==================== wb_sram_arbiter
[src/rtl/wb_arb_pkg.sv]
// Shared definitions for the two-master Wishbone SRAM arbiter.
//   arb_state_e     arbiter FSM encoding
//   WB_ARB_TO_DATA  read data returned to a master whose access timed out
//   WB_ARB_CNT_WD   width of the stall counter (timeout build only)
package wb_arb_pkg;

  typedef enum logic [1:0] {
    ARB_IDLE    = 2'd0,
    ARB_OWN0    = 2'd1,
    ARB_OWN1    = 2'd2,
    ARB_RELEASE = 2'd3
  } arb_state_e;

  localparam logic [31:0] WB_ARB_TO_DATA = 32'hDEAD_BEEF;
  localparam int          WB_ARB_CNT_WD  = 8;

endpackage

[src/rtl/wb_arb_rr_pick.sv]
// Combinational two-way round-robin pick.
//   req0, req1  : requests from master 0 / master 1
//   last_owner  : master granted most recently (0 or 1)
//   grant       : chosen master (0 or 1), meaningful only when valid=1
//   valid       : at least one request present
module wb_arb_rr_pick (
  input  logic req0,
  input  logic req1,
  input  logic last_owner,
  output logic grant,
  output logic valid
);

  assign valid = req0 | req1;
  // On a tie the master that did not own the bus last time wins.
  assign grant = (req0 & req1) ? ~last_owner : req1;

endmodule

[src/rtl/wb_sram_arbiter.sv]
// Two-master Wishbone arbiter in front of the single SRAM slave port.
// m0 = management SoC path, m1 = on-chip master (DMA/LA engine).
// Round-robin grant per Wishbone cycle; the owner keeps the slave until it
// drops cyc, then one RELEASE cycle drives the slave bus low.
// Ports:
//   wb_clk_i, wb_rst_i        clock, synchronous active-high reset
//   mN_wb_cyc/stb/we/sel/adr/dat_i, mN_wb_dat_o/ack_o   master N (N=0,1)
//   s_wb_cyc/stb/we/sel/adr/dat_o, s_wb_dat_i/ack_i     SRAM slave side
//   s_wb_to_o                 timeout pulse (only with WB_ARB_TIMEOUT_EN)
// Build option WB_ARB_TIMEOUT_EN: stall counter that aborts an access after
// TIMEOUT_CYC unacknowledged strobe cycles.
//
// state       | meaning
// ARB_IDLE    | no owner, sampling requests
// ARB_OWN0    | m0 owns the slave
// ARB_OWN1    | m1 owns the slave
// ARB_RELEASE | slave bus forced low for one cycle before re-arbitration
module wb_sram_arbiter
  import wb_arb_pkg::*;
#(
  parameter int SRAM_ADDR_WD = 9,
  parameter int SRAM_DATA_WD = 32,
  parameter int TIMEOUT_CYC  = 16
) (
  input  logic                      wb_clk_i,
  input  logic                      wb_rst_i,
  input  logic                      m0_wb_cyc_i,
  input  logic                      m0_wb_stb_i,
  input  logic                      m0_wb_we_i,
  input  logic [SRAM_DATA_WD/8-1:0] m0_wb_sel_i,
  input  logic [SRAM_ADDR_WD-1:0]   m0_wb_adr_i,
  input  logic [SRAM_DATA_WD-1:0]   m0_wb_dat_i,
  output logic [SRAM_DATA_WD-1:0]   m0_wb_dat_o,
  output logic                      m0_wb_ack_o,
  input  logic                      m1_wb_cyc_i,
  input  logic                      m1_wb_stb_i,
  input  logic                      m1_wb_we_i,
  input  logic [SRAM_DATA_WD/8-1:0] m1_wb_sel_i,
  input  logic [SRAM_ADDR_WD-1:0]   m1_wb_adr_i,
  input  logic [SRAM_DATA_WD-1:0]   m1_wb_dat_i,
  output logic [SRAM_DATA_WD-1:0]   m1_wb_dat_o,
  output logic                      m1_wb_ack_o,
  output logic                      s_wb_cyc_o,
  output logic                      s_wb_stb_o,
  output logic                      s_wb_we_o,
  output logic [SRAM_DATA_WD/8-1:0] s_wb_sel_o,
  output logic [SRAM_ADDR_WD-1:0]   s_wb_adr_o,
  output logic [SRAM_DATA_WD-1:0]   s_wb_dat_o,
  input  logic [SRAM_DATA_WD-1:0]   s_wb_dat_i,
  input  logic                      s_wb_ack_i
`ifdef WB_ARB_TIMEOUT_EN
  ,
  output logic                      s_wb_to_o
`endif
);

  // TIMEOUT_CYC must fit the stall counter range.
  if (TIMEOUT_CYC < 2 || TIMEOUT_CYC > (1 << WB_ARB_CNT_WD)) begin : g_bad_timeout
    $error("wb_sram_arbiter: TIMEOUT_CYC out of range");
  end

  arb_state_e state, state_nxt;
  logic       last_owner;
  logic       pick_grant;
  logic       pick_valid;
  logic       grant_take;
  logic       to_hit;

  wb_arb_rr_pick u_pick (
    .req0       (m0_wb_cyc_i & m0_wb_stb_i),
    .req1       (m1_wb_cyc_i & m1_wb_stb_i),
    .last_owner (last_owner),
    .grant      (pick_grant),
    .valid      (pick_valid)
  );

  assign grant_take = (state == ARB_IDLE) && pick_valid;

`ifdef WB_ARB_TIMEOUT_EN
  logic [WB_ARB_CNT_WD-1:0] stall_cnt;
  logic                     own_stb;

  assign own_stb = ((state == ARB_OWN0) && m0_wb_stb_i) ||
                   ((state == ARB_OWN1) && m1_wb_stb_i);
  assign to_hit  = own_stb && !s_wb_ack_i &&
                   (stall_cnt == WB_ARB_CNT_WD'(TIMEOUT_CYC - 1));

  always_ff @(posedge wb_clk_i) begin
    if (wb_rst_i || grant_take || s_wb_ack_i) stall_cnt <= '0;
    else if (own_stb)                        stall_cnt <= stall_cnt + WB_ARB_CNT_WD'(1);
  end
`else
  assign to_hit = 1'b0;
`endif

  always_ff @(posedge wb_clk_i) begin
    if (wb_rst_i) begin
      state      <= ARB_IDLE;
      last_owner <= 1'b1;
    end else begin
      state <= state_nxt;
      if (grant_take) last_owner <= pick_grant;
    end
  end

  always_comb begin
    state_nxt = state;
    case (state)
      ARB_IDLE:    if (pick_valid) state_nxt = pick_grant ? ARB_OWN1 : ARB_OWN0;
      ARB_OWN0:    if (!m0_wb_cyc_i || to_hit) state_nxt = ARB_RELEASE;
      ARB_OWN1:    if (!m1_wb_cyc_i || to_hit) state_nxt = ARB_RELEASE;
      ARB_RELEASE: state_nxt = ARB_IDLE;
      default:     state_nxt = ARB_IDLE;
    endcase
  end

  // Outputs are gated during reset so an access aborted by reset never
  // sees its ack, even if the slave answers in the reset cycle.
  always_comb begin
    s_wb_cyc_o  = 1'b0;
    s_wb_stb_o  = 1'b0;
    s_wb_we_o   = 1'b0;
    s_wb_sel_o  = '0;
    s_wb_adr_o  = '0;
    s_wb_dat_o  = '0;
    m0_wb_ack_o = 1'b0;
    m0_wb_dat_o = '0;
    m1_wb_ack_o = 1'b0;
    m1_wb_dat_o = '0;
`ifdef WB_ARB_TIMEOUT_EN
    s_wb_to_o   = 1'b0;
`endif
    if (!wb_rst_i) begin
      case (state)
        ARB_OWN0: begin
          s_wb_cyc_o  = m0_wb_cyc_i;
          s_wb_stb_o  = m0_wb_stb_i;
          s_wb_we_o   = m0_wb_we_i;
          s_wb_sel_o  = m0_wb_sel_i;
          s_wb_adr_o  = m0_wb_adr_i;
          s_wb_dat_o  = m0_wb_dat_i;
          m0_wb_ack_o = s_wb_ack_i | to_hit;
          m0_wb_dat_o = to_hit ? SRAM_DATA_WD'(WB_ARB_TO_DATA) : s_wb_dat_i;
        end
        ARB_OWN1: begin
          s_wb_cyc_o  = m1_wb_cyc_i;
          s_wb_stb_o  = m1_wb_stb_i;
          s_wb_we_o   = m1_wb_we_i;
          s_wb_sel_o  = m1_wb_sel_i;
          s_wb_adr_o  = m1_wb_adr_i;
          s_wb_dat_o  = m1_wb_dat_i;
          m1_wb_ack_o = s_wb_ack_i | to_hit;
          m1_wb_dat_o = to_hit ? SRAM_DATA_WD'(WB_ARB_TO_DATA) : s_wb_dat_i;
        end
        default: ;
      endcase
`ifdef WB_ARB_TIMEOUT_EN
      s_wb_to_o = to_hit;
`endif
    end
  end

endmodule

[config.mk]
export PLATFORM = sky130hd
export DESIGN_NAME = wb_sram_arbiter
export DESIGN_NICKNAME = d
export VERILOG_FILES = /design/src/rtl/wb_arb_pkg.sv /design/src/rtl/wb_arb_rr_pick.sv /design/src/rtl/wb_sram_arbiter.sv
export SDC_FILE = /design/constraint.sdc
export NUM_CORES = 1
export LEC_CHECK = 0
export CORE_AREA = 5 5 93 95
export CTS_BUF_LIST = sky130_fd_sc_hd__clkbuf_8
export CTS_CLUSTER_SIZE = 30
export DETAILED_ROUTE_END_ITERATION = 16
export DIE_AREA = 0 0 98 100
export PLACE_DENSITY = 0.75
export SKIP_LAST_GASP = 1
export SLEW_MARGIN = 20
export SYNTH_ARGS = -nofsm -noshare
export SYNTH_HDL_FRONTEND = slang
export SYNTH_SLANG_ARGS = --single-unit
[constraint.sdc]
create_clock -name wb_clk_i -period 1.8 [get_ports wb_clk_i]
set_input_delay 0.36 -clock wb_clk_i [delete_from_list [all_inputs] [get_ports wb_clk_i]]
set_output_delay 0.36 -clock wb_clk_i [all_outputs]
set_load 0.005 [all_outputs]
==> Slide: Implementation Results <==
Physical Implementation Snapshot

Setup path
  • CP Capture Type: output pin
  • WP buf/inv: 4
  • R2R Path Start: state[1]
  • CP Max Fanout: 6
  • Startpoint types: flop
  • Crit path DAT: around 1.6 ns
  • Cell Chain, Critical Path: inv_4 > ha_4 > buf_12 > buf_12 > a22oi_1 > nor2_4 > buf_2

Global routing
  • Largest net degree at the start of global routing: 18
  • Met1 Resource Use GR: 20.6%
  • Gr ovfl total: 0
  • Vias in the first global route: between 2000 and 3000
  • Global routing's busiest layer: met2

Routing
  • Max layer used: met4
  • Routed Antenna Nets: 0

Synth
  • Synth Flop Type: dfxtp_1
  • Registers, synthesis: 3
  • Mux frac, synth: under 10%
  • Post-synth top cells: 66 x and2_1, 49 x nor2_1, 48 x a22oi_1
  • Max-area cell share: 31.7%
  • Seq share, synth: around 4.6%
  • Top cells by area: and2_1 32%, a22oi_1 28%, nor2_1 14%, dfxtp_1 4.6%, buf_2 3.8%
  • Syn Nets: ~350
  • Syn avg cell area: ~6.2 µm²
  • XOR/XNOR share of the synthesized area: 0%
  • Async SR Flop Fraction: 0%

Cells and area
  • Registers: 3
  • Register area: 67.6 µm²
  • Mi-comb count: 185
  • Fin area: between 5000 and 6000 µm²
  • Logic share of the area: about 34%
  • Nets@finish: 634
  • Commonest Layout Cell: clkdlybuf4s50_1
  • Buffering overhead: approximately 60%
  • Fraction of layout cells with a size suffix above 1: roughly 66%
  • Top cell category: buffers
  • Post-Layout Cell Count: approximately 600
  • Plain + repair buffers: 304

Run status
  • Violated checks: setup timing
  • Status: finished with violations

Timing
  • Setup WS post-layout: -0.130 ns
  • Final period util: 107%
  • Final setup fails: 108
  • Final Skew: ~0.000083 ns

Power
  • PwrDens: ~870 nW/µm²
  • Int Pwr: ~2.8 mW

Die
  • Chip area: 9800 µm²
  • Rows: 32

Run
  • Max-cap violations: 0

Placed design
  • Gpl congestion: 0.838

Hold path
  • Hold wc startpoint: state[1]
power by group through the flow:
| stage | logic [mW] | registers [mW] | clock network, mW |
|---|---|---|---|
| global placement | 2.23 | 0.102 | 0 |
| finish | 4.32 | 0.130 | 0.185 |
| floorplan | 0.967 | 0.0993 | 0 |
| detailed placement | 2.25 | 0.103 | 0 |
| CTS | 3.21 | 0.127 | 0.194 |
| global route | 4.53 | 0.134 | 0.194 |
timing repair:
item | CTS | global route
endpoints found under the setup margin | 115 | 115
setup buffers | 13 | 4
endpoints found under the hold margin | 0 | 0
hold buffers | 0 | 0
pin swaps | 23 | 82
gates resized | 531 | 202
cloned | 10 | 9
Fig. 1: wb_sram_arbiter, power grid
Scale bar: 20 µm. Pins as bars on the die edge. Tap cells in gray.
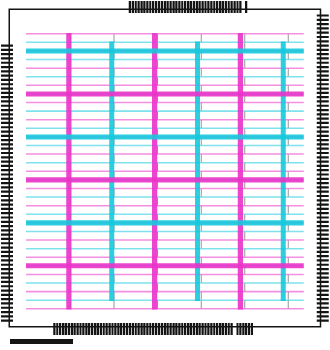
[cyan] VDD
[magenta] VSS
tap cells: 102
met1 rails: 33
met4 straps: 6
VDD IR max: 492 µV
core area: 7650 µm²
Die Ht: 100 µm
Die X: 98 µm

Fig. 2: wb_sram_arbiter, placement by cell class
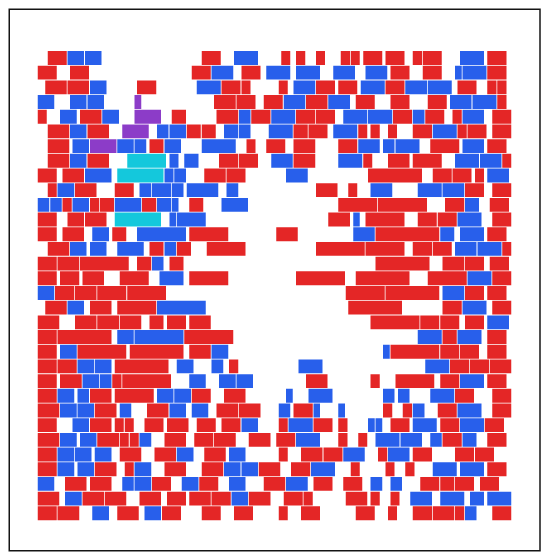
[red] other buffers and delay cells | cells: 304
[cyan] flops | cells: 3
[purple] clock drivers and dummy loads | cells: 4
[blue] combinational and other logic | cells: 187
Util after Layout: 69.8%
sequential portion of the cell area: 1.27%


==================== systolic_input_skewer
[config.mk]
export PLATFORM = sky130hd
export DESIGN_NAME = systolic_input_skewer
export DESIGN_NICKNAME = d
export VERILOG_FILES = /design/src/rtl/systolic_input_skewer.sv
export SDC_FILE = /design/constraint.sdc
export NUM_CORES = 1
export LEC_CHECK = 0
export CORE_ASPECT_RATIO = 1.75
export CORE_MARGIN = 2
export CORE_UTILIZATION = 50
export DETAILED_ROUTE_END_ITERATION = 8
export PLACE_DENSITY = 0.84
export SLEW_MARGIN = 20
export SYNTH_ARGS = -nofsm -noshare
export SYNTH_HDL_FRONTEND = slang
export SYNTH_SLANG_ARGS = --single-unit
export TNS_END_PERCENT = 1
[constraint.sdc]
create_clock -name clk -period 1.93 [get_ports clk]
set_input_delay 0.386 -clock clk [delete_from_list [all_inputs] [get_ports clk]]
set_output_delay 0.386 -clock clk [all_outputs]
set_load 0.03 [all_outputs]
[src/rtl/systolic_input_skewer.sv]
// Diagonal-skew feeder for a LANES x LANES systolic array: lane k delayed k cycles,
// framed as array clear, operand stream, then zero-fill drain ending in a frame_done pulse.
module systolic_input_skewer #(
   parameter int LANES        = 5,
   parameter int DW           = 8,
   parameter int DRAIN_CYCLES = 2 * LANES
) (
   input  logic                clk,
   input  logic                rst_n,
   input  logic [LANES*DW-1:0] vec_in,
   input  logic                vec_valid,
   input  logic                vec_last,
   output logic                vec_ready,
   output logic [LANES*DW-1:0] skew_out,
   output logic                arr_clear,
   output logic                busy,
   output logic                frame_done
);

   localparam logic [1:0] S_IDLE   = 2'd0;
   localparam logic [1:0] S_CLEAR  = 2'd1;
   localparam logic [1:0] S_STREAM = 2'd2;
   localparam logic [1:0] S_DRAIN  = 2'd3;
   localparam int CW = $clog2(DRAIN_CYCLES + 1);

   logic [1:0]    state;
   logic [1:0]    state_nxt;
   logic [CW-1:0] drain_cnt;
   logic          accept;

   assign vec_ready  = (state == S_STREAM);
   assign busy       = (state != S_IDLE);
   assign accept     = vec_valid & vec_ready;
   assign frame_done = (state == S_DRAIN) && (drain_cnt == '0);

   always_comb begin
      state_nxt = state;
      case (state)
         S_IDLE:   if (vec_valid) state_nxt = S_CLEAR;
         S_CLEAR:  state_nxt = S_STREAM;
         S_STREAM: if (accept && vec_last) state_nxt = S_DRAIN;
         S_DRAIN:  if (drain_cnt == '0) state_nxt = S_IDLE;
         default:  state_nxt = S_IDLE;
      endcase
   end

   // arr_clear is registered so the array sees a glitch-free single-cycle pulse
   always_ff @(posedge clk or negedge rst_n) begin
      if (!rst_n) begin
         state     <= S_IDLE;
         drain_cnt <= '0;
         arr_clear <= 1'b0;
      end else begin
         state     <= state_nxt;
         arr_clear <= (state_nxt == S_CLEAR);
         if (state == S_STREAM && accept && vec_last)
            drain_cnt <= CW'(DRAIN_CYCLES - 1);
         else if (state == S_DRAIN && drain_cnt != '0)
            drain_cnt <= drain_cnt - CW'(1);
      end
   end

   for (genvar k = 1; k <= LANES; k++) begin : g_lane
      logic [DW-1:0] skew_p [0:k-1];

      always_ff @(posedge clk or negedge rst_n) begin
         if (!rst_n) begin
            for (int i = 0; i < k; i++) skew_p[i] <= '0;
         end else if (state == S_CLEAR) begin
            for (int i = 0; i < k; i++) skew_p[i] <= '0;
         end else begin
            skew_p[0] <= accept ? vec_in[k*DW-1 -: DW] : '0;
            for (int i = 1; i < k; i++) skew_p[i] <= skew_p[i-1];
         end
      end

      assign skew_out[k*DW-1 -: DW] = skew_p[k-1];
   end

endmodule

==> Slide: Implementation Results <==
Physical Implementation Snapshot

Setup path
  • Reg2reg setup slack: roughly 0.27 ns
  • Setup crit start: drain_cnt[0]
  • Worst path top cell family by delay: simple AND/OR/NAND/NOR gates
  • CP Capture Type: output pin
  • R2R cell count: 6
  • CP required: roughly 1.5 ns
  • WP buf/inv: 2
  • Startpoint types: flop

Timing
  • Setup WS post-layout: -0.177 ns
  • Final setup fails: 1
  • Total negative setup slack: -0.177 ns
  • Slew @ Worst Pin: around 0.5 ns
  • Max_slew headroom: around 67%

Cells and area
  • Antenna Cells: 0
  • Logic share of the area: around 17%
  • Max FFs per register: 88
  • Nets@finish: about 440
  • Registers: around 130
  • Post-Layout Cell Count: between 500 and 600
  • Buffering overhead: approximately 17%
  • Register area: approximately 3200 µm²
  • Number of clock buffers in the layout: 24
  • Plain + repair buffers: 98
  • Mi-comb count: between 100 and 150

Hold path
  • Hold worst-path end: g_lane[4].skew_p[10]

Power
  • P_comb: 1.89 mW
  • Pwr top: sequential cells
  • Int Pwr: just over 6 mW
  • NetSw: around 2.2 mW
  • Lkg Pwr: around 2.8 nW
  • Tot Pwr: between 8 and 9 mW

Run status
  • Violated checks: setup timing
  • Status: finished with violations

Routing
  • Max layer used: met4
  • Vias: 2323
  • Routed len/inst: between 10 and 15 µm
  • First-pass iteration count of the detailed router: 4
  • Routed Antenna Nets: 0

Synth
  • Yosys stat area: approximately 4500 µm²
  • Count of cell types in the netlist: 27
  • Yosys simple share: between 10% and 20%
  • Mux frac, synth: 0%
  • Yosys warns: 0
  • Netlist Area Pre-Place: between 4000 and 5000 µm²
  • Syn avg cell area: about 14 µm²

Global routing
  • First-pass GRT wire length: roughly 11000 µm
  • Vias in the first global route: approximately 2500
  • Largest net degree at the start of global routing: about 40

CTS
  • Setup Buffers After CTS: 1
  • CTS Hold Bufs: 1

Run
  • Tool warnings: 28

Die
  • Floorplan utilization: 51.4%
  • I/O Pins: approximately 90

Placed design
  • Port bufs: about 87
  • Placed cell count: roughly 500
  • DP HPWL: around 4000 µm
## synth_stat cells
cell type  instances
clkbuf_1           1
buf_6              1
o41ai_1            1
nand2_2            1
or2b_1             1
a31o_2             1
nand2b_1           1
or3b_1             2
inv_1              4
a221oi_2           1
buf_4             32
o311ai_2           1
dfrtp_1          127
and2_2             1
and2_4             1
nor2_1             3
and3b_2            1
nand3_1            1
ha_1               1
clkbuf_2          12
or4_1              1
a221oi_1           1
and2b_2            1
a21boi_0           1
a21oi_1            2
and2_1           121
nand2_1            2
Fig. 3: systolic_input_skewer, power grid
Scale bar: 20 µm. Pins as bars on the die edge. Tap cells in gray.
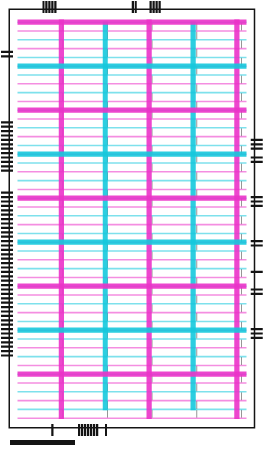
[magenta] VSS
[cyan] VDD
signal pins: 88
met1 rails: 46
tap cells: 117
met5 straps: 9
Die Ht: 129 µm
VDD IR max: 1050 µV
core area: 8670 µm²
Die X: 75.4 µm

Fig. 4: systolic_input_skewer, placement by cell class
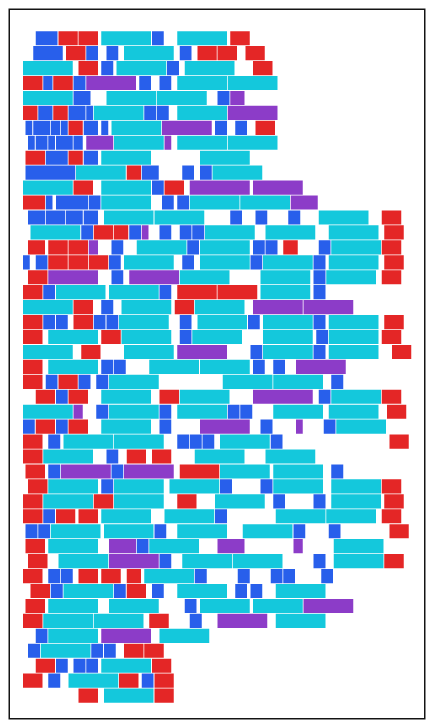
[blue] combinational and other logic | cells: 150
[purple] clock drivers and dummy loads | cells: 30
[red] other buffers and delay cells | cells: 98
[cyan] flops | cells: 127
fin area: 5880 µm²
Rows: 45

Fig. 5: systolic_input_skewer, clock network drawn from the DEF
Scale bar: 20 µm.
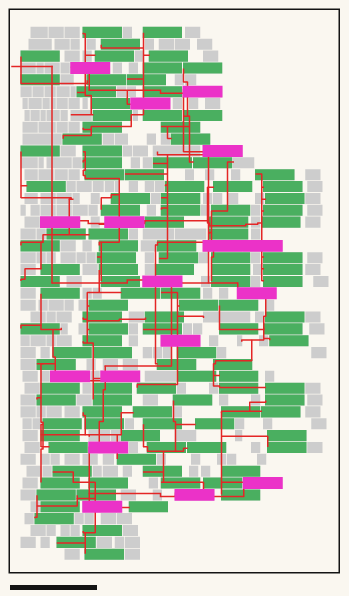
[magenta] clock drivers | count: 17
[red] clock wires | length: 1320 µm
[green] flip-flops | count: 127
routed clock nets: 18
Late-Pin Clk Latency: 0.40 ns
Clock net power: 3.02 mW
clock share of power: 36.3%
Final Skew: 0.00444 ns


==================== kamus_lsu_ctrl
Fig. 6: kamus_lsu_ctrl, power grid
Scale bar: 50 µm. Pins as bars on the die edge. Tap cells in gray.
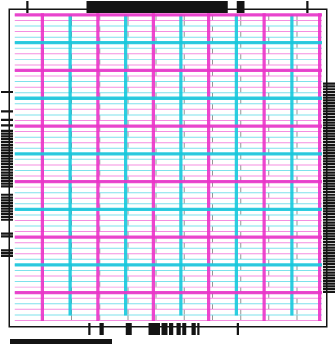
**config.mk**
```make
export PLATFORM = sky130hd
export DESIGN_NAME = kamus_lsu_ctrl
export DESIGN_NICKNAME = d
export VERILOG_FILES = /design/src/rtl/kamus_pkg.sv /design/src/rtl/kamus_lsu_align.sv /design/src/rtl/kamus_lsu_ctrl.sv
export SDC_FILE = /design/constraint.sdc
export NUM_CORES = 1
export LEC_CHECK = 0
export ABC_AREA = 1
export CAP_MARGIN = 20
export CORE_MARGIN = 2
export CORE_UTILIZATION = 35
export DETAILED_ROUTE_END_ITERATION = 12
export PLACE_DENSITY = 0.71
export RECOVER_POWER = 100
export SLEW_MARGIN = 10
export SYNTH_ARGS = -nofsm -noshare
export SYNTH_HDL_FRONTEND = slang
export SYNTH_SLANG_ARGS = --single-unit
```
**constraint.sdc**
```tcl
create_clock -name clk_i -period 6.29 [get_ports clk_i]
set_clock_uncertainty 0.15 [all_clocks]
set_input_delay 1.887 -clock clk_i [delete_from_list [all_inputs] [get_ports clk_i]]
set_output_delay 1.887 -clock clk_i [all_outputs]
set_load 0.005 [all_outputs]
```
**src/rtl/kamus_pkg.sv**
```systemverilog
// Shared types for the kamus core: memory widths, register names and LSU control types.
package kamus_pkg;

  localparam int unsigned XLEN = 32;

  typedef enum logic [1:0] {
    MEM_B   = 2'b00,
    MEM_H   = 2'b01,
    MEM_W   = 2'b10,
    MEM_RSV = 2'b11
  } mem_width_e;

  typedef enum logic [4:0] {
    REG_ZERO, REG_RA, REG_SP, REG_GP, REG_TP, REG_T0, REG_T1, REG_T2,
    REG_S0, REG_S1, REG_A0, REG_A1, REG_A2, REG_A3, REG_A4, REG_A5,
    REG_A6, REG_A7, REG_S2, REG_S3, REG_S4, REG_S5, REG_S6, REG_S7,
    REG_S8, REG_S9, REG_S10, REG_S11, REG_T3, REG_T4, REG_T5, REG_T6
  } register_e;

  typedef enum logic [1:0] {IDLE, REQ, WAIT, RESP} lsu_state_e;

  typedef enum logic [1:0] {ERR_NONE, ERR_MISALIGN, ERR_TIMEOUT, ERR_WIDTH} lsu_err_e;

  // Decoded memory op held for the lifetime of one transaction
  typedef struct packed {
    logic            we;
    mem_width_e      width;
    logic            uns;
    logic [1:0]      addr_lo;
    logic [XLEN-1:0] wdata;
    register_e       rd;
  } lsu_op_t;

endpackage

```
**src/rtl/kamus_lsu_align.sv**
```systemverilog
// Byte-lane logic for the LSU: byte enables, store replication, load extraction and
// alignment/width checks. Purely combinational.
module kamus_lsu_align
  import kamus_pkg::*;
(
  input  mem_width_e      width,
  input  logic            uns,
  input  logic [1:0]      addr_lo,
  input  logic [XLEN-1:0] wdata,
  input  logic [XLEN-1:0] rdata,
  output logic [3:0]      be_c,
  output logic [XLEN-1:0] wdata_c,
  output logic [XLEN-1:0] rdata_c,
  output logic            misalign_c,
  output logic            bad_width_c
);

  logic [XLEN-1:0] rdata_sh;

  always_comb begin
    be_c        = '0;
    wdata_c     = wdata;
    rdata_c     = rdata;
    misalign_c  = 1'b0;
    bad_width_c = 1'b0;
    rdata_sh    = rdata >> {addr_lo, 3'b000};
    case (width)
      MEM_B: begin
        be_c    = 4'b0001 << addr_lo;
        wdata_c = {4{wdata[7:0]}};
        rdata_c = uns ? {24'b0, rdata_sh[7:0]} : {{24{rdata_sh[7]}}, rdata_sh[7:0]};
      end
      MEM_H: begin
        be_c       = 4'b0011 << addr_lo;
        wdata_c    = {2{wdata[15:0]}};
        rdata_c    = uns ? {16'b0, rdata_sh[15:0]} : {{16{rdata_sh[15]}}, rdata_sh[15:0]};
        misalign_c = addr_lo[0];
      end
      MEM_W: begin
        be_c       = 4'b1111;
        misalign_c = (addr_lo != 2'b00);
      end
      default: bad_width_c = 1'b1;
    endcase
  end

endmodule

```
**src/rtl/kamus_lsu_ctrl.sv**
```systemverilog
// Load/store controller: accepts one EX memory op, runs the L1 dmem req/gnt/rvalid
// handshake with a timeout, and returns extended load data or a store ack to WB.
module kamus_lsu_ctrl
  import kamus_pkg::*;
#(
  parameter int unsigned TIMEOUT_CYCLES = 255,
  parameter int unsigned ADDR_W         = 32
) (
  input  logic              clk_i,
  input  logic              rst_ni,
  input  logic              req_valid_i,
  output logic              req_ready_o,
  input  logic              req_we_i,
  input  logic [1:0]        req_width_i,
  input  logic              req_unsigned_i,
  input  logic [ADDR_W-1:0] req_addr_i,
  input  logic [31:0]       req_wdata_i,
  input  logic [4:0]        req_rd_i,
  output logic              dmem_req_o,
  output logic              dmem_we_o,
  output logic [3:0]        dmem_be_o,
  output logic [ADDR_W-1:0] dmem_addr_o,
  output logic [31:0]       dmem_wdata_o,
  input  logic              dmem_gnt_i,
  input  logic              dmem_rvalid_i,
  input  logic [31:0]       dmem_rdata_i,
  output logic              rsp_valid_o,
  output logic [31:0]       rsp_rdata_o,
  output logic [4:0]        rsp_rd_o,
  output logic [1:0]        rsp_err_o,
  output logic              busy_o
);

  localparam int unsigned CNT_W   = (TIMEOUT_CYCLES > 0) ? $clog2(TIMEOUT_CYCLES + 1) : 1;
  localparam int unsigned TO_LAST = (TIMEOUT_CYCLES > 0) ? TIMEOUT_CYCLES - 1 : 0;

  lsu_state_e        state_q, state_d;
  lsu_op_t           op_q, op_d, op_in, op_cur;
  logic [ADDR_W-1:2] waddr_q, waddr_d;
  logic [CNT_W-1:0]  cnt_q, cnt_d;
  lsu_err_e          err_d;
  logic [31:0]       rdata_d;
  logic              timeout_c;
  logic [3:0]        be_c;
  logic [31:0]       wdata_c, load_c;
  logic              misalign_c, bad_width_c;

  always_comb begin
    op_in         = '0;
    op_in.we      = req_we_i;
    op_in.width   = mem_width_e'(req_width_i);
    op_in.uns     = req_unsigned_i;
    op_in.addr_lo = req_addr_i[1:0];
    op_in.wdata   = req_wdata_i;
    op_in.rd      = register_e'(req_rd_i);
  end

  // In IDLE the lane logic looks at the incoming op, afterwards at the captured one
  assign op_cur    = (state_q == IDLE) ? op_in : op_q;
  assign timeout_c = (TIMEOUT_CYCLES != 0) && (cnt_q == CNT_W'(TO_LAST));

  kamus_lsu_align u_align (
    .width       (op_cur.width),
    .uns         (op_cur.uns),
    .addr_lo     (op_cur.addr_lo),
    .wdata       (op_cur.wdata),
    .rdata       (dmem_rdata_i),
    .be_c        (be_c),
    .wdata_c     (wdata_c),
    .rdata_c     (load_c),
    .misalign_c  (misalign_c),
    .bad_width_c (bad_width_c)
  );

  always_ff @(posedge clk_i) begin
    if (!rst_ni) begin
      state_q <= IDLE;
      op_q    <= '0;
      waddr_q <= '0;
      cnt_q   <= '0;
    end else begin
      state_q <= state_d;
      op_q    <= op_d;
      waddr_q <= waddr_d;
      cnt_q   <= cnt_d;
    end
  end

  always_comb begin
    state_d = state_q;
    op_d    = op_q;
    waddr_d = waddr_q;
    cnt_d   = cnt_q;
    err_d   = ERR_NONE;
    rdata_d = '0;
    case (state_q)
      IDLE: begin
        if (req_valid_i) begin
          op_d    = op_in;
          waddr_d = req_addr_i[ADDR_W-1:2];
          if (bad_width_c) begin
            state_d = RESP;
            err_d   = ERR_WIDTH;
          end else if (misalign_c) begin
            state_d = RESP;
            err_d   = ERR_MISALIGN;
          end else begin
            state_d = REQ;
            cnt_d   = '0;
          end
        end
      end
      REQ: begin
        cnt_d = cnt_q + CNT_W'(1);
        if (dmem_gnt_i && dmem_rvalid_i) begin
          state_d = RESP;
          rdata_d = op_q.we ? '0 : load_c;
        end else if (dmem_gnt_i) begin
          state_d = WAIT;
        end else if (timeout_c) begin
          state_d = RESP;
          err_d   = ERR_TIMEOUT;
        end
      end
      WAIT: begin
        cnt_d = cnt_q + CNT_W'(1);
        if (dmem_rvalid_i) begin
          state_d = RESP;
          rdata_d = op_q.we ? '0 : load_c;
        end else if (timeout_c) begin
          state_d = RESP;
          err_d   = ERR_TIMEOUT;
        end
      end
      RESP:    state_d = IDLE;
      default: state_d = IDLE;
    endcase
  end

  // Registered outputs derived from the next state so they line up with it
  always_ff @(posedge clk_i) begin
    if (!rst_ni) begin
      req_ready_o  <= 1'b1;
      busy_o       <= 1'b0;
      dmem_req_o   <= 1'b0;
      dmem_we_o    <= 1'b0;
      dmem_be_o    <= '0;
      dmem_addr_o  <= '0;
      dmem_wdata_o <= '0;
      rsp_valid_o  <= 1'b0;
      rsp_rdata_o  <= '0;
      rsp_rd_o     <= '0;
      rsp_err_o    <= '0;
    end else begin
      req_ready_o  <= (state_d == IDLE);
      busy_o       <= (state_d != IDLE);
      dmem_req_o   <= (state_d == REQ);
      dmem_we_o    <= (state_d == REQ) && op_cur.we;
      dmem_be_o    <= (state_d == REQ) ? be_c : 4'b0000;
      dmem_addr_o  <= (state_d == REQ) ? {waddr_d, 2'b00} : '0;
      dmem_wdata_o <= (state_d == REQ) ? wdata_c : 32'h0;
      rsp_valid_o  <= (state_d == RESP);
      rsp_rdata_o  <= rdata_d;
      rsp_rd_o     <= (state_d == RESP) ? 5'(op_cur.rd) : 5'h0;
      rsp_err_o    <= 2'(err_d);
    end
  end

endmodule

```
==> Slide: Implementation Results <==
Physical Implementation Snapshot

Cells and area
  • Biggest regs: op_q (43), dmem_wdata_o (32), rsp_rdata_o (32)
  • Antenna Cells: 0
  • Max FFs per register: approximately 43
  • Post-Layout Cell Count: between 1000 and 1500
  • Plain + repair buffers: 227
  • Registers: about 190
  • Inverters: ~75

Run status
  • Status: finished, final reports clean

Timing
  • Endpoints failing hold: 0
  • Setup WS post-layout: 1.16 ns

Run
  • Tool warnings: 34

Synth
  • Max-area cell share: 48.6%
  • Ao+oa area frac: around 14%

Setup path
  • Cell Chain, Critical Path: dlygate4sd3_1 > nand2_1 > inv_2 > nand3_2 > nand2_1 > nand2_4 > buf_12 > nor2_1

Placed design
  • Placed cell count: around 1400
  • Port bufs: 219

Global routing
  • Vias in the first global route: roughly 6700

Routing
  • Routed Antenna Nets: 0
  • Vias per cell: slightly below 5
Notes on Fig. 6 above:
[magenta] VSS
[cyan] VDD
tap cells: 285
rows: 55
met5 straps: 11
signal pins: 222
VDD IR max: 205 µV
Die Ht: 155 µm
core area: 22500 µm²
Die X: 155 µm

==> cells in the final DEF (no fill, tap or decap), types with 11 or more instances in the layout <==
cell type	instances
dfxtp_1	193
clkbuf_16	17
mux2i_1	34
a21oi_1	82
clkdlybuf4s50_1	106
nor2_1	175
dlygate4sd3_1	113
o21ai_0	68
inv_1	71
nand2_1	149
nor2_4	12
nand3_1	31
nor2_2	11
==> layer usage <==
metal / wire, µm / share of wire [%]
met5: 12 / 0.051
met2: 11300 / 48
met4: 621 / 2.6
met3: 1700 / 7.2
met1: 10100 / 43

==================== seg_display_arbiter_flat
**config.mk**
```make
export PLATFORM = sky130hd
export DESIGN_NAME = seg_display_arbiter_flat
export DESIGN_NICKNAME = d
export VERILOG_FILES = /design/src/rtl/seg_display_arbiter_if.sv /design/src/rtl/seg_display_arbiter.sv /design/src/flat_wrapper.sv
export SDC_FILE = /design/constraint.sdc
export NUM_CORES = 1
export LEC_CHECK = 0
export ABC_AREA = 1
export CAP_MARGIN = 20
export CORE_UTILIZATION = 58
export CTS_CLUSTER_SIZE = 8
export DETAILED_ROUTE_END_ITERATION = 8
export HOLD_SLACK_MARGIN = 0.08
export PLACE_DENSITY = 0.86
export SKIP_CTS_REPAIR_TIMING = 1
export SLEW_MARGIN = 30
export SYNTH_ARGS = -nofsm -noshare
export SYNTH_HDL_FRONTEND = slang
export SYNTH_SLANG_ARGS = --single-unit
```
**constraint.sdc**
```tcl
create_clock -name clk -period 6.4 [get_ports clk]
set_input_delay 0.64 -clock clk [delete_from_list [all_inputs] [get_ports clk]]
set_output_delay 0.64 -clock clk [all_outputs]
set_load 0.01 [all_outputs]
```
**src/rtl/seg_display_arbiter_if.sv**
```systemverilog
// Display bus between the two requesters and the seven-segment scan arbiter.
// master = requester side, slave = arbiter side.
interface seg_display_arbiter_if;
  logic        req0;
  logic [15:0] dat0;
  logic        req1;
  logic [15:0] dat1;
  logic        gnt0;
  logic        gnt1;
  logic [3:0]  an;
  logic [3:0]  code;
  logic        frame_done;

  modport master (
    output req0, dat0, req1, dat1,
    input  gnt0, gnt1, an, code, frame_done
  );

  modport slave (
    input  req0, dat0, req1, dat1,
    output gnt0, gnt1, an, code, frame_done
  );
endinterface

```
**src/rtl/seg_display_arbiter.sv**
```systemverilog
// 4-digit seven-segment scan controller with a frame-aligned two-requester arbiter.
// Ownership and displayed content only change at frame boundaries.
module seg_display_arbiter #(
  parameter int unsigned REFRESH_DIV = 100000,
  parameter int unsigned HOLD_FRAMES = 64
) (
  input  logic                 clk,
  input  logic                 rst,
  seg_display_arbiter_if.slave bus
);

  localparam int unsigned DW = $clog2(REFRESH_DIV);
  localparam int unsigned HW = $clog2(HOLD_FRAMES + 1);
  localparam logic [DW-1:0] DWELL_LAST = DW'(REFRESH_DIV - 1);
  localparam logic [HW-1:0] HOLD_LOAD  = HW'(HOLD_FRAMES - 1);
  localparam logic [15:0]   BLANK_ALL  = 16'hBBBB;

  typedef enum logic [1:0] {IDLE, SHOW0, SHOW1} state_t;

  state_t        state;
  state_t        state_nxt;
  logic [DW-1:0] dwell;
  logic [1:0]    idx;
  logic [3:0]    an_q;
  logic [HW-1:0] hold;
  logic [15:0]   snap;
  logic [15:0]   snap_nxt;
  logic          gnt0_q;
  logic          gnt1_q;
  logic          terminal;
  logic          frame_end;
  logic [3:0]    code_sel;

  assign terminal  = (dwell == DWELL_LAST);
  assign frame_end = terminal && (idx == 2'd3);

  always_comb begin
    state_nxt = state;
    case (state)
      IDLE: begin
        if (bus.req1)      state_nxt = SHOW1;
        else if (bus.req0) state_nxt = SHOW0;
      end
      SHOW0: begin
        if (bus.req1)       state_nxt = SHOW1;
        else if (!bus.req0) state_nxt = IDLE;
      end
      SHOW1: begin
        // req0 only matters once the hold has expired and req1 is gone
        if ((hold == '0) && !bus.req1)
          state_nxt = bus.req0 ? SHOW0 : IDLE;
      end
      default: state_nxt = IDLE;
    endcase
  end

  always_comb begin
    snap_nxt = BLANK_ALL;
    case (state_nxt)
      SHOW0:   snap_nxt = bus.dat0;
      SHOW1:   snap_nxt = bus.dat1;
      default: snap_nxt = BLANK_ALL;
    endcase
  end

  always_ff @(posedge clk or negedge rst) begin
    if (!rst) begin
      state  <= IDLE;
      dwell  <= '0;
      idx    <= '0;
      an_q   <= 4'b1110;
      hold   <= '0;
      snap   <= BLANK_ALL;
      gnt0_q <= 1'b0;
      gnt1_q <= 1'b0;
    end else begin
      if (terminal) begin
        dwell <= '0;
        idx   <= idx + 2'd1;
        an_q  <= {an_q[2:0], an_q[3]};
      end else begin
        dwell <= dwell + DW'(1);
      end

      if (frame_end) begin
        state  <= state_nxt;
        snap   <= snap_nxt;
        gnt0_q <= (state_nxt == SHOW0);
        gnt1_q <= (state_nxt == SHOW1);
        if ((state_nxt == SHOW1) && (state != SHOW1))
          hold <= HOLD_LOAD;
        else if ((state == SHOW1) && (hold != '0))
          hold <= hold - HW'(1);
      end
    end
  end

  always_comb begin
    code_sel = snap[3:0];
    case (idx)
      2'd0: code_sel = snap[3:0];
      2'd1: code_sel = snap[7:4];
      2'd2: code_sel = snap[11:8];
      2'd3: code_sel = snap[15:12];
      default: code_sel = snap[3:0];
    endcase
  end

  assign bus.an         = an_q;
  assign bus.code       = code_sel;
  assign bus.frame_done = frame_end;
  assign bus.gnt0       = gnt0_q;
  assign bus.gnt1       = gnt1_q;

endmodule
```
**src/flat_wrapper.sv**
```systemverilog
// flat-port wrapper written by rule: the top's interface ports become plain ports
module seg_display_arbiter_flat 
#(
  parameter int unsigned REFRESH_DIV = 100000,
  parameter int unsigned HOLD_FRAMES = 64
)
  (clk, rst, bus_req0, bus_dat0, bus_req1, bus_dat1, bus_gnt0, bus_gnt1, bus_an, bus_code, bus_frame_done);
  seg_display_arbiter_if bus_i ();
  input  logic clk;
  input  logic rst;
  input wire logic [$bits(bus_i.req0)-1:0] bus_req0;
  input wire logic [$bits(bus_i.dat0)-1:0] bus_dat0;
  input wire logic [$bits(bus_i.req1)-1:0] bus_req1;
  input wire logic [$bits(bus_i.dat1)-1:0] bus_dat1;
  output wire logic [$bits(bus_i.gnt0)-1:0] bus_gnt0;
  output wire logic [$bits(bus_i.gnt1)-1:0] bus_gnt1;
  output wire logic [$bits(bus_i.an)-1:0] bus_an;
  output wire logic [$bits(bus_i.code)-1:0] bus_code;
  output wire logic [$bits(bus_i.frame_done)-1:0] bus_frame_done;
  assign bus_i.req0 = bus_req0;
  assign bus_i.dat0 = bus_dat0;
  assign bus_i.req1 = bus_req1;
  assign bus_i.dat1 = bus_dat1;
  assign bus_gnt0 = bus_i.gnt0;
  assign bus_gnt1 = bus_i.gnt1;
  assign bus_an = bus_i.an;
  assign bus_code = bus_i.code;
  assign bus_frame_done = bus_i.frame_done;
  seg_display_arbiter #(.REFRESH_DIV(REFRESH_DIV), .HOLD_FRAMES(HOLD_FRAMES)) u_core (.clk(clk), .rst(rst), .bus(bus_i));
endmodule
```
==> Slide: Implementation Results <==
Physical Implementation Snapshot

Run status
  • Status: finished, final reports clean

Setup path
  • CP Capture Type: output pin
  • Cell Chain, Critical Path: ha_1 > nand2_1 > nor2_4 > nand3_2 > nor2_8 > nand2_4 > inv_2 > clkdlybuf4s50_1
  • CP Max Fanout: 40
  • Reg2reg setup slack: between 3 and 4 ns
  • Setup crit start: u_core.dwell[0]
  • Crit path DAT: ~2.6 ns
  • Startpoint types: flop
  • Critical path endpoint: bus_frame_done
  • Worst path top cell family by delay: simple AND/OR/NAND/NOR gates

Cells and area
  • Logic share of the area: about two fifths
  • Registers: 50
  • Fraction of layout cells with a size suffix above 1: 15.2%
  • Buffering overhead: 13.2%
  • Biggest regs: u_core.dwell (17), u_core.snap (16), u_core.hold (7)

Synth
  • Cell count after synthesis: around 350
  • Mux frac, synth: 0%
  • Synth Flop Type: dfrtp_1
  • Registers, synthesis: around 50

Routing
  • DR DRC count: 0
  • Routed Antenna Nets: 0
  • Vias per cell: roughly 5.3

Power
  • Clock share of power: 36.4%
  • Clock net power: approximately 200 µW
  • Lkg Pwr: around 1.7 nW

Timing
  • RSZ-0062 raised after global routing: false
  • Fin crit period: about 3.2 ns

Run
  • Max-cap violations: 0
  • Tool warnings: 32

Hold path
  • Worst Hold Class: in -> async

Die
  • Chip area: around 5300 µm²
-- metal layers --
metal | GRT usage, % | wire length [µm] | vias up
li1 | - | - | 1215
met1 | 31.5 | 2660 | 1132
met2 | 43.3 | 2920 | 64
met3 | 4.56 | 215 | 11
met4 | 9.15 | 92 | 0
met5 | 0 | 0 | -
-- through the flow --
stage	cells	total power, mW	cell area [µm²]	util [%]	hold WS [ns]
CTS	456	0.544	3460	72.8	0.370
global placement	448	0.349	3360	70.7	0.443
floorplan	345	0.323	2890	-	0.344
finish	456	0.540	3460	72.8	0.339
detailed placement	448	0.350	3360	70.7	0.456
global route	456	0.560	3460	72.8	0.401
Fig. 7: seg_display_arbiter_flat, placement by cell class
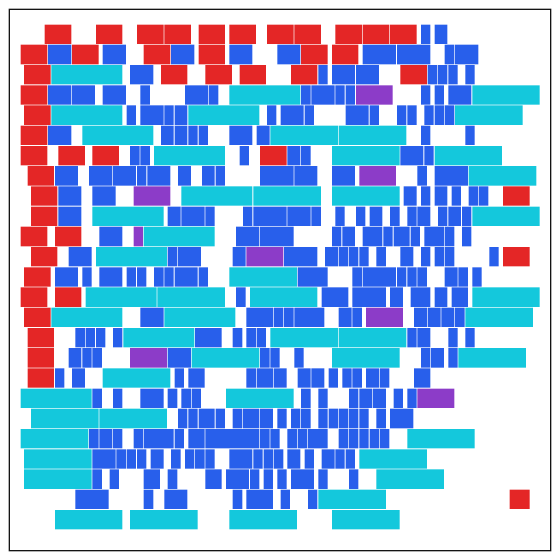
[purple] clock drivers and dummy loads | cells: 8
[cyan] flops | cells: 50
[red] other buffers and delay cells | cells: 46
[blue] combinational and other logic | cells: 285
Rows: 25
sequential portion of the cell area: 36.7%
core area: 4750 µm²
fin area: 3460 µm²
Util after Layout: 72.8%

Fig. 8: seg_display_arbiter_flat, metal layers overlaid
Scale bar: 20 µm. Only two layers are drawn.
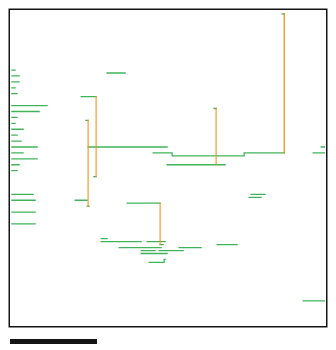
[green] metal 3 | wire length: 215 µm
[orange] metal 4 | wire length: 92.5 µm
Routed WL: 5890 µm
Vias: 2422
gr usage total: 25.1%
routed len/inst: 12.9 µm


==================== uart_tx_arbiter_flat
Fig. 9: uart_tx_arbiter_flat, power grid
Scale bar: 20 µm. Pins as bars on the die edge. Tap cells in gray.
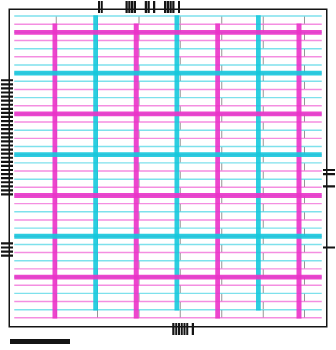
Fig. 10: uart_tx_arbiter_flat, metal layers overlaid
Scale bar: 20 µm. Only two layers are drawn.
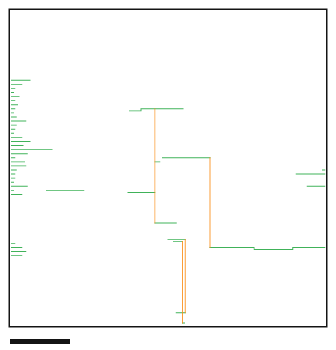
Fig. 11: uart_tx_arbiter_flat, clock network drawn from the DEF
Scale bar: 20 µm.
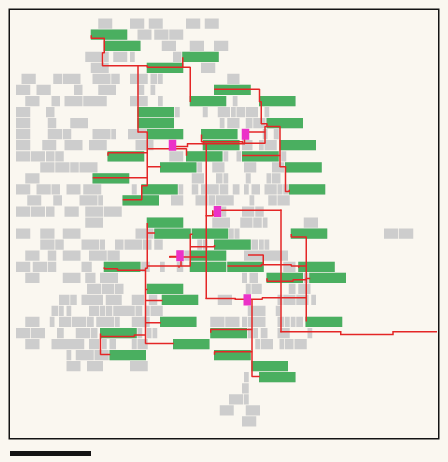
--- config.mk ---
export PLATFORM = sky130hd
export DESIGN_NAME = uart_tx_arbiter_flat
export DESIGN_NICKNAME = d
export VERILOG_FILES = /design/src/rtl/uart_tx_arbiter_if.sv /design/src/rtl/uart_tx_arbiter.sv /design/src/flat_wrapper.sv
export SDC_FILE = /design/constraint.sdc
export NUM_CORES = 1
export LEC_CHECK = 0
export CAP_MARGIN = 20
export CORE_MARGIN = 1
export CORE_UTILIZATION = 25
export CTS_BUF_LIST = sky130_fd_sc_hd__clkbuf_2
export CTS_CLUSTER_SIZE = 25
export DETAILED_ROUTE_END_ITERATION = 6
export SLEW_MARGIN = 20
export SYNTH_ARGS = -nofsm -noshare
export SYNTH_HDL_FRONTEND = slang
export SYNTH_SLANG_ARGS = --single-unit
--- constraint.sdc ---
create_clock -name Clk -period 3.4 [get_ports Clk]
set_input_delay 0.34 -clock Clk [delete_from_list [all_inputs] [get_ports Clk]]
set_output_delay 0.34 -clock Clk [all_outputs]
set_load 0.01 [all_outputs]
--- src/rtl/uart_tx_arbiter_if.sv ---
// uart_tx_arbiter_if: requester handshake, transmitter launch/done and status signals of the arbiter.
interface uart_tx_arbiter_if #(
  parameter int N_REQ = 4
);
  logic               Arb_en;
  logic [N_REQ-1:0]   Req_valid;
  logic [8*N_REQ-1:0] Req_data;
  logic [N_REQ-1:0]   Req_ready;
  logic               Tx_en;
  logic [7:0]         Tx_data;
  logic               Tx_done;
  logic               Busy;
  logic [2:0]         Grant_id;
  logic               Err_timeout;
  modport master (
    output Arb_en, Req_valid, Req_data, Tx_done,
    input  Req_ready, Tx_en, Tx_data, Busy, Grant_id, Err_timeout
  );
  modport slave (
    input  Arb_en, Req_valid, Req_data, Tx_done,
    output Req_ready, Tx_en, Tx_data, Busy, Grant_id, Err_timeout
  );
endinterface

--- src/rtl/uart_tx_arbiter.sv ---
// uart_tx_arbiter: round-robin sharing of one UART byte transmitter among N_REQ producers,
// with an inter-byte gap and a watchdog on the transmitter's done pulse.
module uart_tx_arbiter #(
  parameter int N_REQ          = 4,
  parameter int GAP_CYCLES     = 2,
  parameter int TIMEOUT_CYCLES = 65535
) (
  input  logic             Clk,
  input  logic             Rst,
  uart_tx_arbiter_if.slave bus
);
  typedef enum logic [1:0] {IDLE, WAIT_DONE, GAP} state_t;
  state_t      state, state_d;
  logic [2:0]  rr_ptr, win;
  logic [3:0]  idx;
  logic [7:0]  vld;
  logic [63:0] dat;
  logic [15:0] wd_cnt;
  logic [7:0]  gap_cnt;
  logic        hit, grant, expire;
  assign vld = 8'(bus.Req_valid);
  assign dat = 64'(bus.Req_data);
  // Scan downwards so the last hit, i.e. the closest index at or after rr_ptr, wins.
  always_comb begin
    win = '0;
    hit = 1'b0;
    idx = '0;
    for (int k = N_REQ - 1; k >= 0; k--) begin
      idx = {1'b0, rr_ptr} + 4'(k);
      idx = idx >= 4'(N_REQ) ? idx - 4'(N_REQ) : idx;
      if (vld[idx[2:0]]) begin
        win = idx[2:0];
        hit = 1'b1;
      end
    end
  end
  always_ff @(posedge Clk or posedge Rst)
    if (Rst) state <= IDLE;
    else state <= state_d;
  always_comb begin
    state_d = state;
    case (state)
      IDLE:      state_d = grant ? WAIT_DONE : IDLE;
      WAIT_DONE: state_d = (bus.Tx_done || expire) ? GAP : WAIT_DONE;
      GAP:       state_d = gap_cnt == 8'(GAP_CYCLES - 1) ? IDLE : GAP;
      default:   state_d = IDLE;
    endcase
  end
  // A done pulse in the final watchdog cycle wins, so expiry requires done low.
  always_comb begin
    grant    = state == IDLE && bus.Arb_en && hit;
    expire   = state == WAIT_DONE && !bus.Tx_done && wd_cnt == 16'(TIMEOUT_CYCLES - 1);
    bus.Busy = state != IDLE;
  end
  always_ff @(posedge Clk or posedge Rst) begin
    if (Rst) begin
      rr_ptr          <= '0;
      wd_cnt          <= '0;
      gap_cnt         <= '0;
      bus.Req_ready   <= '0;
      bus.Tx_en       <= 1'b0;
      bus.Tx_data     <= 8'h00;
      bus.Grant_id    <= '0;
      bus.Err_timeout <= 1'b0;
    end else begin
      wd_cnt          <= state == WAIT_DONE && state_d == WAIT_DONE ? wd_cnt + 16'd1 : '0;
      gap_cnt         <= state == GAP && state_d == GAP ? gap_cnt + 8'd1 : '0;
      bus.Req_ready   <= grant ? N_REQ'(8'd1 << win) : '0;
      bus.Tx_en       <= grant;
      bus.Err_timeout <= expire;
      if (grant) begin
        rr_ptr       <= win == 3'(N_REQ - 1) ? '0 : win + 3'd1;
        bus.Tx_data  <= dat[{win, 3'b000} +: 8];
        bus.Grant_id <= win;
      end
    end
  end
endmodule

--- src/flat_wrapper.sv ---
// flat-port wrapper written by rule: the top's interface ports become plain ports
module uart_tx_arbiter_flat 
#(
  parameter int N_REQ          = 4,
  parameter int GAP_CYCLES     = 2,
  parameter int TIMEOUT_CYCLES = 65535
)
  (Clk, Rst, bus_Arb_en, bus_Req_valid, bus_Req_data, bus_Tx_done, bus_Req_ready, bus_Tx_en, bus_Tx_data, bus_Busy, bus_Grant_id, bus_Err_timeout);
  uart_tx_arbiter_if #(.N_REQ(N_REQ)) bus_i ();
  input  logic Clk;
  input  logic Rst;
  input wire logic [$bits(bus_i.Arb_en)-1:0] bus_Arb_en;
  input wire logic [$bits(bus_i.Req_valid)-1:0] bus_Req_valid;
  input wire logic [$bits(bus_i.Req_data)-1:0] bus_Req_data;
  input wire logic [$bits(bus_i.Tx_done)-1:0] bus_Tx_done;
  output wire logic [$bits(bus_i.Req_ready)-1:0] bus_Req_ready;
  output wire logic [$bits(bus_i.Tx_en)-1:0] bus_Tx_en;
  output wire logic [$bits(bus_i.Tx_data)-1:0] bus_Tx_data;
  output wire logic [$bits(bus_i.Busy)-1:0] bus_Busy;
  output wire logic [$bits(bus_i.Grant_id)-1:0] bus_Grant_id;
  output wire logic [$bits(bus_i.Err_timeout)-1:0] bus_Err_timeout;
  assign bus_i.Arb_en = bus_Arb_en;
  assign bus_i.Req_valid = bus_Req_valid;
  assign bus_i.Req_data = bus_Req_data;
  assign bus_i.Tx_done = bus_Tx_done;
  assign bus_Req_ready = bus_i.Req_ready;
  assign bus_Tx_en = bus_i.Tx_en;
  assign bus_Tx_data = bus_i.Tx_data;
  assign bus_Busy = bus_i.Busy;
  assign bus_Grant_id = bus_i.Grant_id;
  assign bus_Err_timeout = bus_i.Err_timeout;
  uart_tx_arbiter #(.N_REQ(N_REQ), .GAP_CYCLES(GAP_CYCLES), .TIMEOUT_CYCLES(TIMEOUT_CYCLES)) u_core (.Clk(Clk), .Rst(Rst), .bus(bus_i));
endmodule
==> Slide: Implementation Results <==
Physical Implementation Snapshot

Run status
  • Status: finished, final reports clean

Timing
  • Setup WS post-layout: between 0.3 and 0.4 ns
  • Fin crit period: slightly above 3 ns

Setup path
  • R2R Path Start: u_core.rr_ptr[0]
  • WP buf/inv: 1
  • CP required: around 3.8 ns
  • CP Capture Type: flop
  • Setup crit start: u_core.rr_ptr[0]
  • Crit path DAT: between 3 and 4 ns
  • CP max-delay cell: dfrtp_1
  • Critical path endpoint: u_core.rr_ptr[1]
  • Startpoint types: flop
  • Crit Reg-Reg Endpoint: u_core.rr_ptr[1]

Routing
  • First-pass iteration count of the detailed router: 4
  • Initial drt markers: 34

Cells and area
  • Combinational Area: 1390 µm²
  • Area delta synth->final: 28.1%
  • Top cell category: multi-input combinational cells
  • Logic share of the area: between 40% and 50%
  • Sequential portion of the cell area: around a third
  • ClkCell Share: about 2%
  • Fraction of layout cells with a size suffix above 1: 16.1%
  • Post-Layout Cell Count: approximately 450
  • Top Layout Cells: 57 x clkdlybuf4s50_1, 46 x dfrtp_1, 35 x nor2_1, 25 x nand2_1
  • Register area: approximately 1200 µm²
  • Registers: roughly 46
  • Inverters: 12
  • Buffering overhead: 17.1%
  • Plain + repair buffers: about 59

Power
  • Gate power share: around 58%
  • Pwr top: combinational cells
  • Clock net power: 307 µW
  • NetSw: about 1.1 mW
  • Tot Pwr: 2.50 mW
  • Int Pwr: roughly 1.4 mW
  • Seq pwr share: around 30%
  • P_comb: between 1 and 1.5 mW

CTS
  • CTS Buffer Depth: 2
  • CTS root buf: clkbuf_2
  • Clk sinks: approximately 46
  • Post-CTS resize count: 0
  • CTS Hold Bufs: 0

Synth
  • Registers, synthesis: 46
  • Count of cell types in the netlist: approximately 43
  • Area leader, netlist: dfrtp_1
  • Max-area cell share: 43.1%
  • Yosys simple share: 21.0%
  • Top cells by area: dfrtp_1 43%, a211oi_2 8.0%, nor2_1 4.9%, ha_1 4.7%, xor2_1 4.3%
  • Mux frac, synth: 2.76%
  • Cell count listed in synth_stat.txt: about 260
  • Cell count after synthesis: 258
  • Seq share, synth: 43.1%
  • Yosys stat area: about 2700 µm²
  • Most common cell in the netlist: dfrtp_1
  • Yosys warns: 0

Global routing
  • Initial antenna violation count: 0
  • First-pass GRT wire length: 9490 µm
  • Vias in the first global route: 2010
  • Largest net degree at the start of global routing: 47

Placed design
  • Pre-CTS worst setup slack: between 0.3 and 0.4 ns
  • Port bufs: 57
  • Gpl congestion: about 0.74
  • DP HPWL: 4250 µm

Die
  • Well Taps: 136
  • Chip area: between 10000 and 15000 µm²
Notes on Fig. 9 above:
[magenta] VSS
[cyan] VDD
met4 straps: 7
rows: 37
met5 straps: 7
Die X: 105 µm
VDD IR max: 321 µV
core area: 10300 µm²

Notes on Fig. 10 above:
[green] metal 3 | wire length: 232 µm
[orange] metal 4 | wire length: 120 µm
gr usage total: 10.6%
Routed WL: 5540 µm
Vias: 2029
routed len/inst: 12.2 µm

Notes on Fig. 11 above:
[magenta] clock drivers | count: 5
[red] clock wires | length: 599 µm
[green] flip-flops | count: 46
routed clock nets: 6
Final Skew: 0.0230 ns
Late-Pin Clk Latency: 0.42 ns

[registers in the layout (all words and copies together) (netlist names)]
register / count
u_core.bus.Grant_id: 3
u_core.bus.Req_ready: 4
u_core.bus.Tx_data: 8
u_core.state: 2
u_core.wd_cnt: 16
u_core.gap_cnt: 8
u_core.bus.Err_timeout: 1
u_core.bus.Tx_en: 1
u_core.rr_ptr: 3
[routing by layer]
metal | part of all wire, % | GRT usage, % | routed length, µm
met5 | 0 | 0 | 0
met4 | 2.1 | 4.12 | 119
met3 | 4.2 | 2.54 | 231
met2 | 44 | 16.7 | 2460
met1 | 49 | 14.0 | 2720


==> layout pictures side by side <==
Clock routing.
panel A
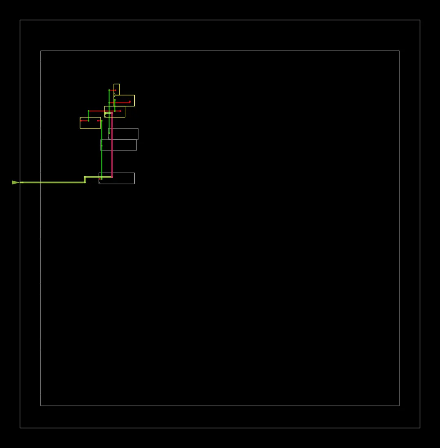
panel B
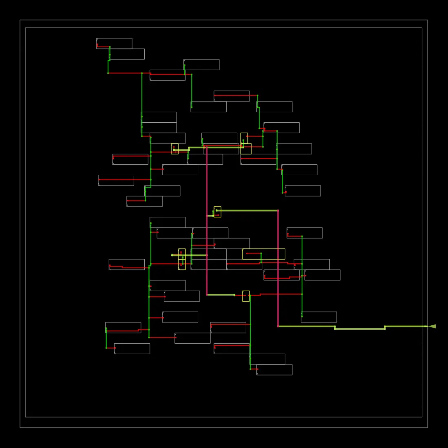
panel C
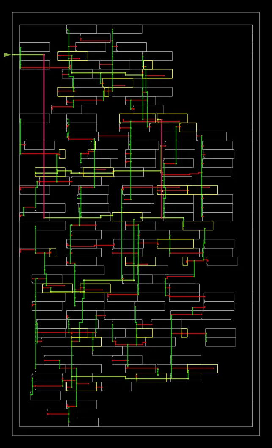
panel D
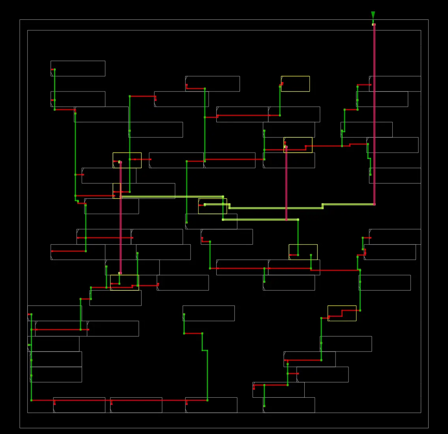
panel E
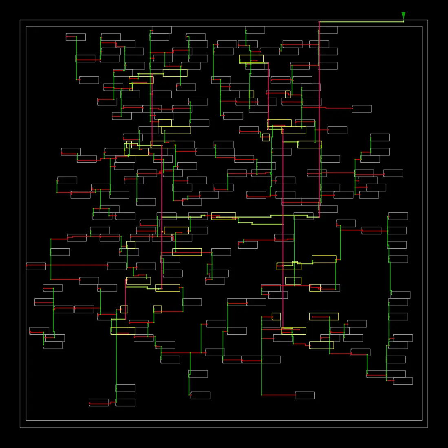
Of these, most clock buffers: panel C
Of these, fewest clock buffers: panel A
- panel E = kamus_lsu_ctrl
- panel D = seg_display_arbiter_flat
- panel A = wb_sram_arbiter
- panel C = systolic_input_skewer
- panel B = uart_tx_arbiter_flat

Power is estimated from default activity; no workload was simulated.
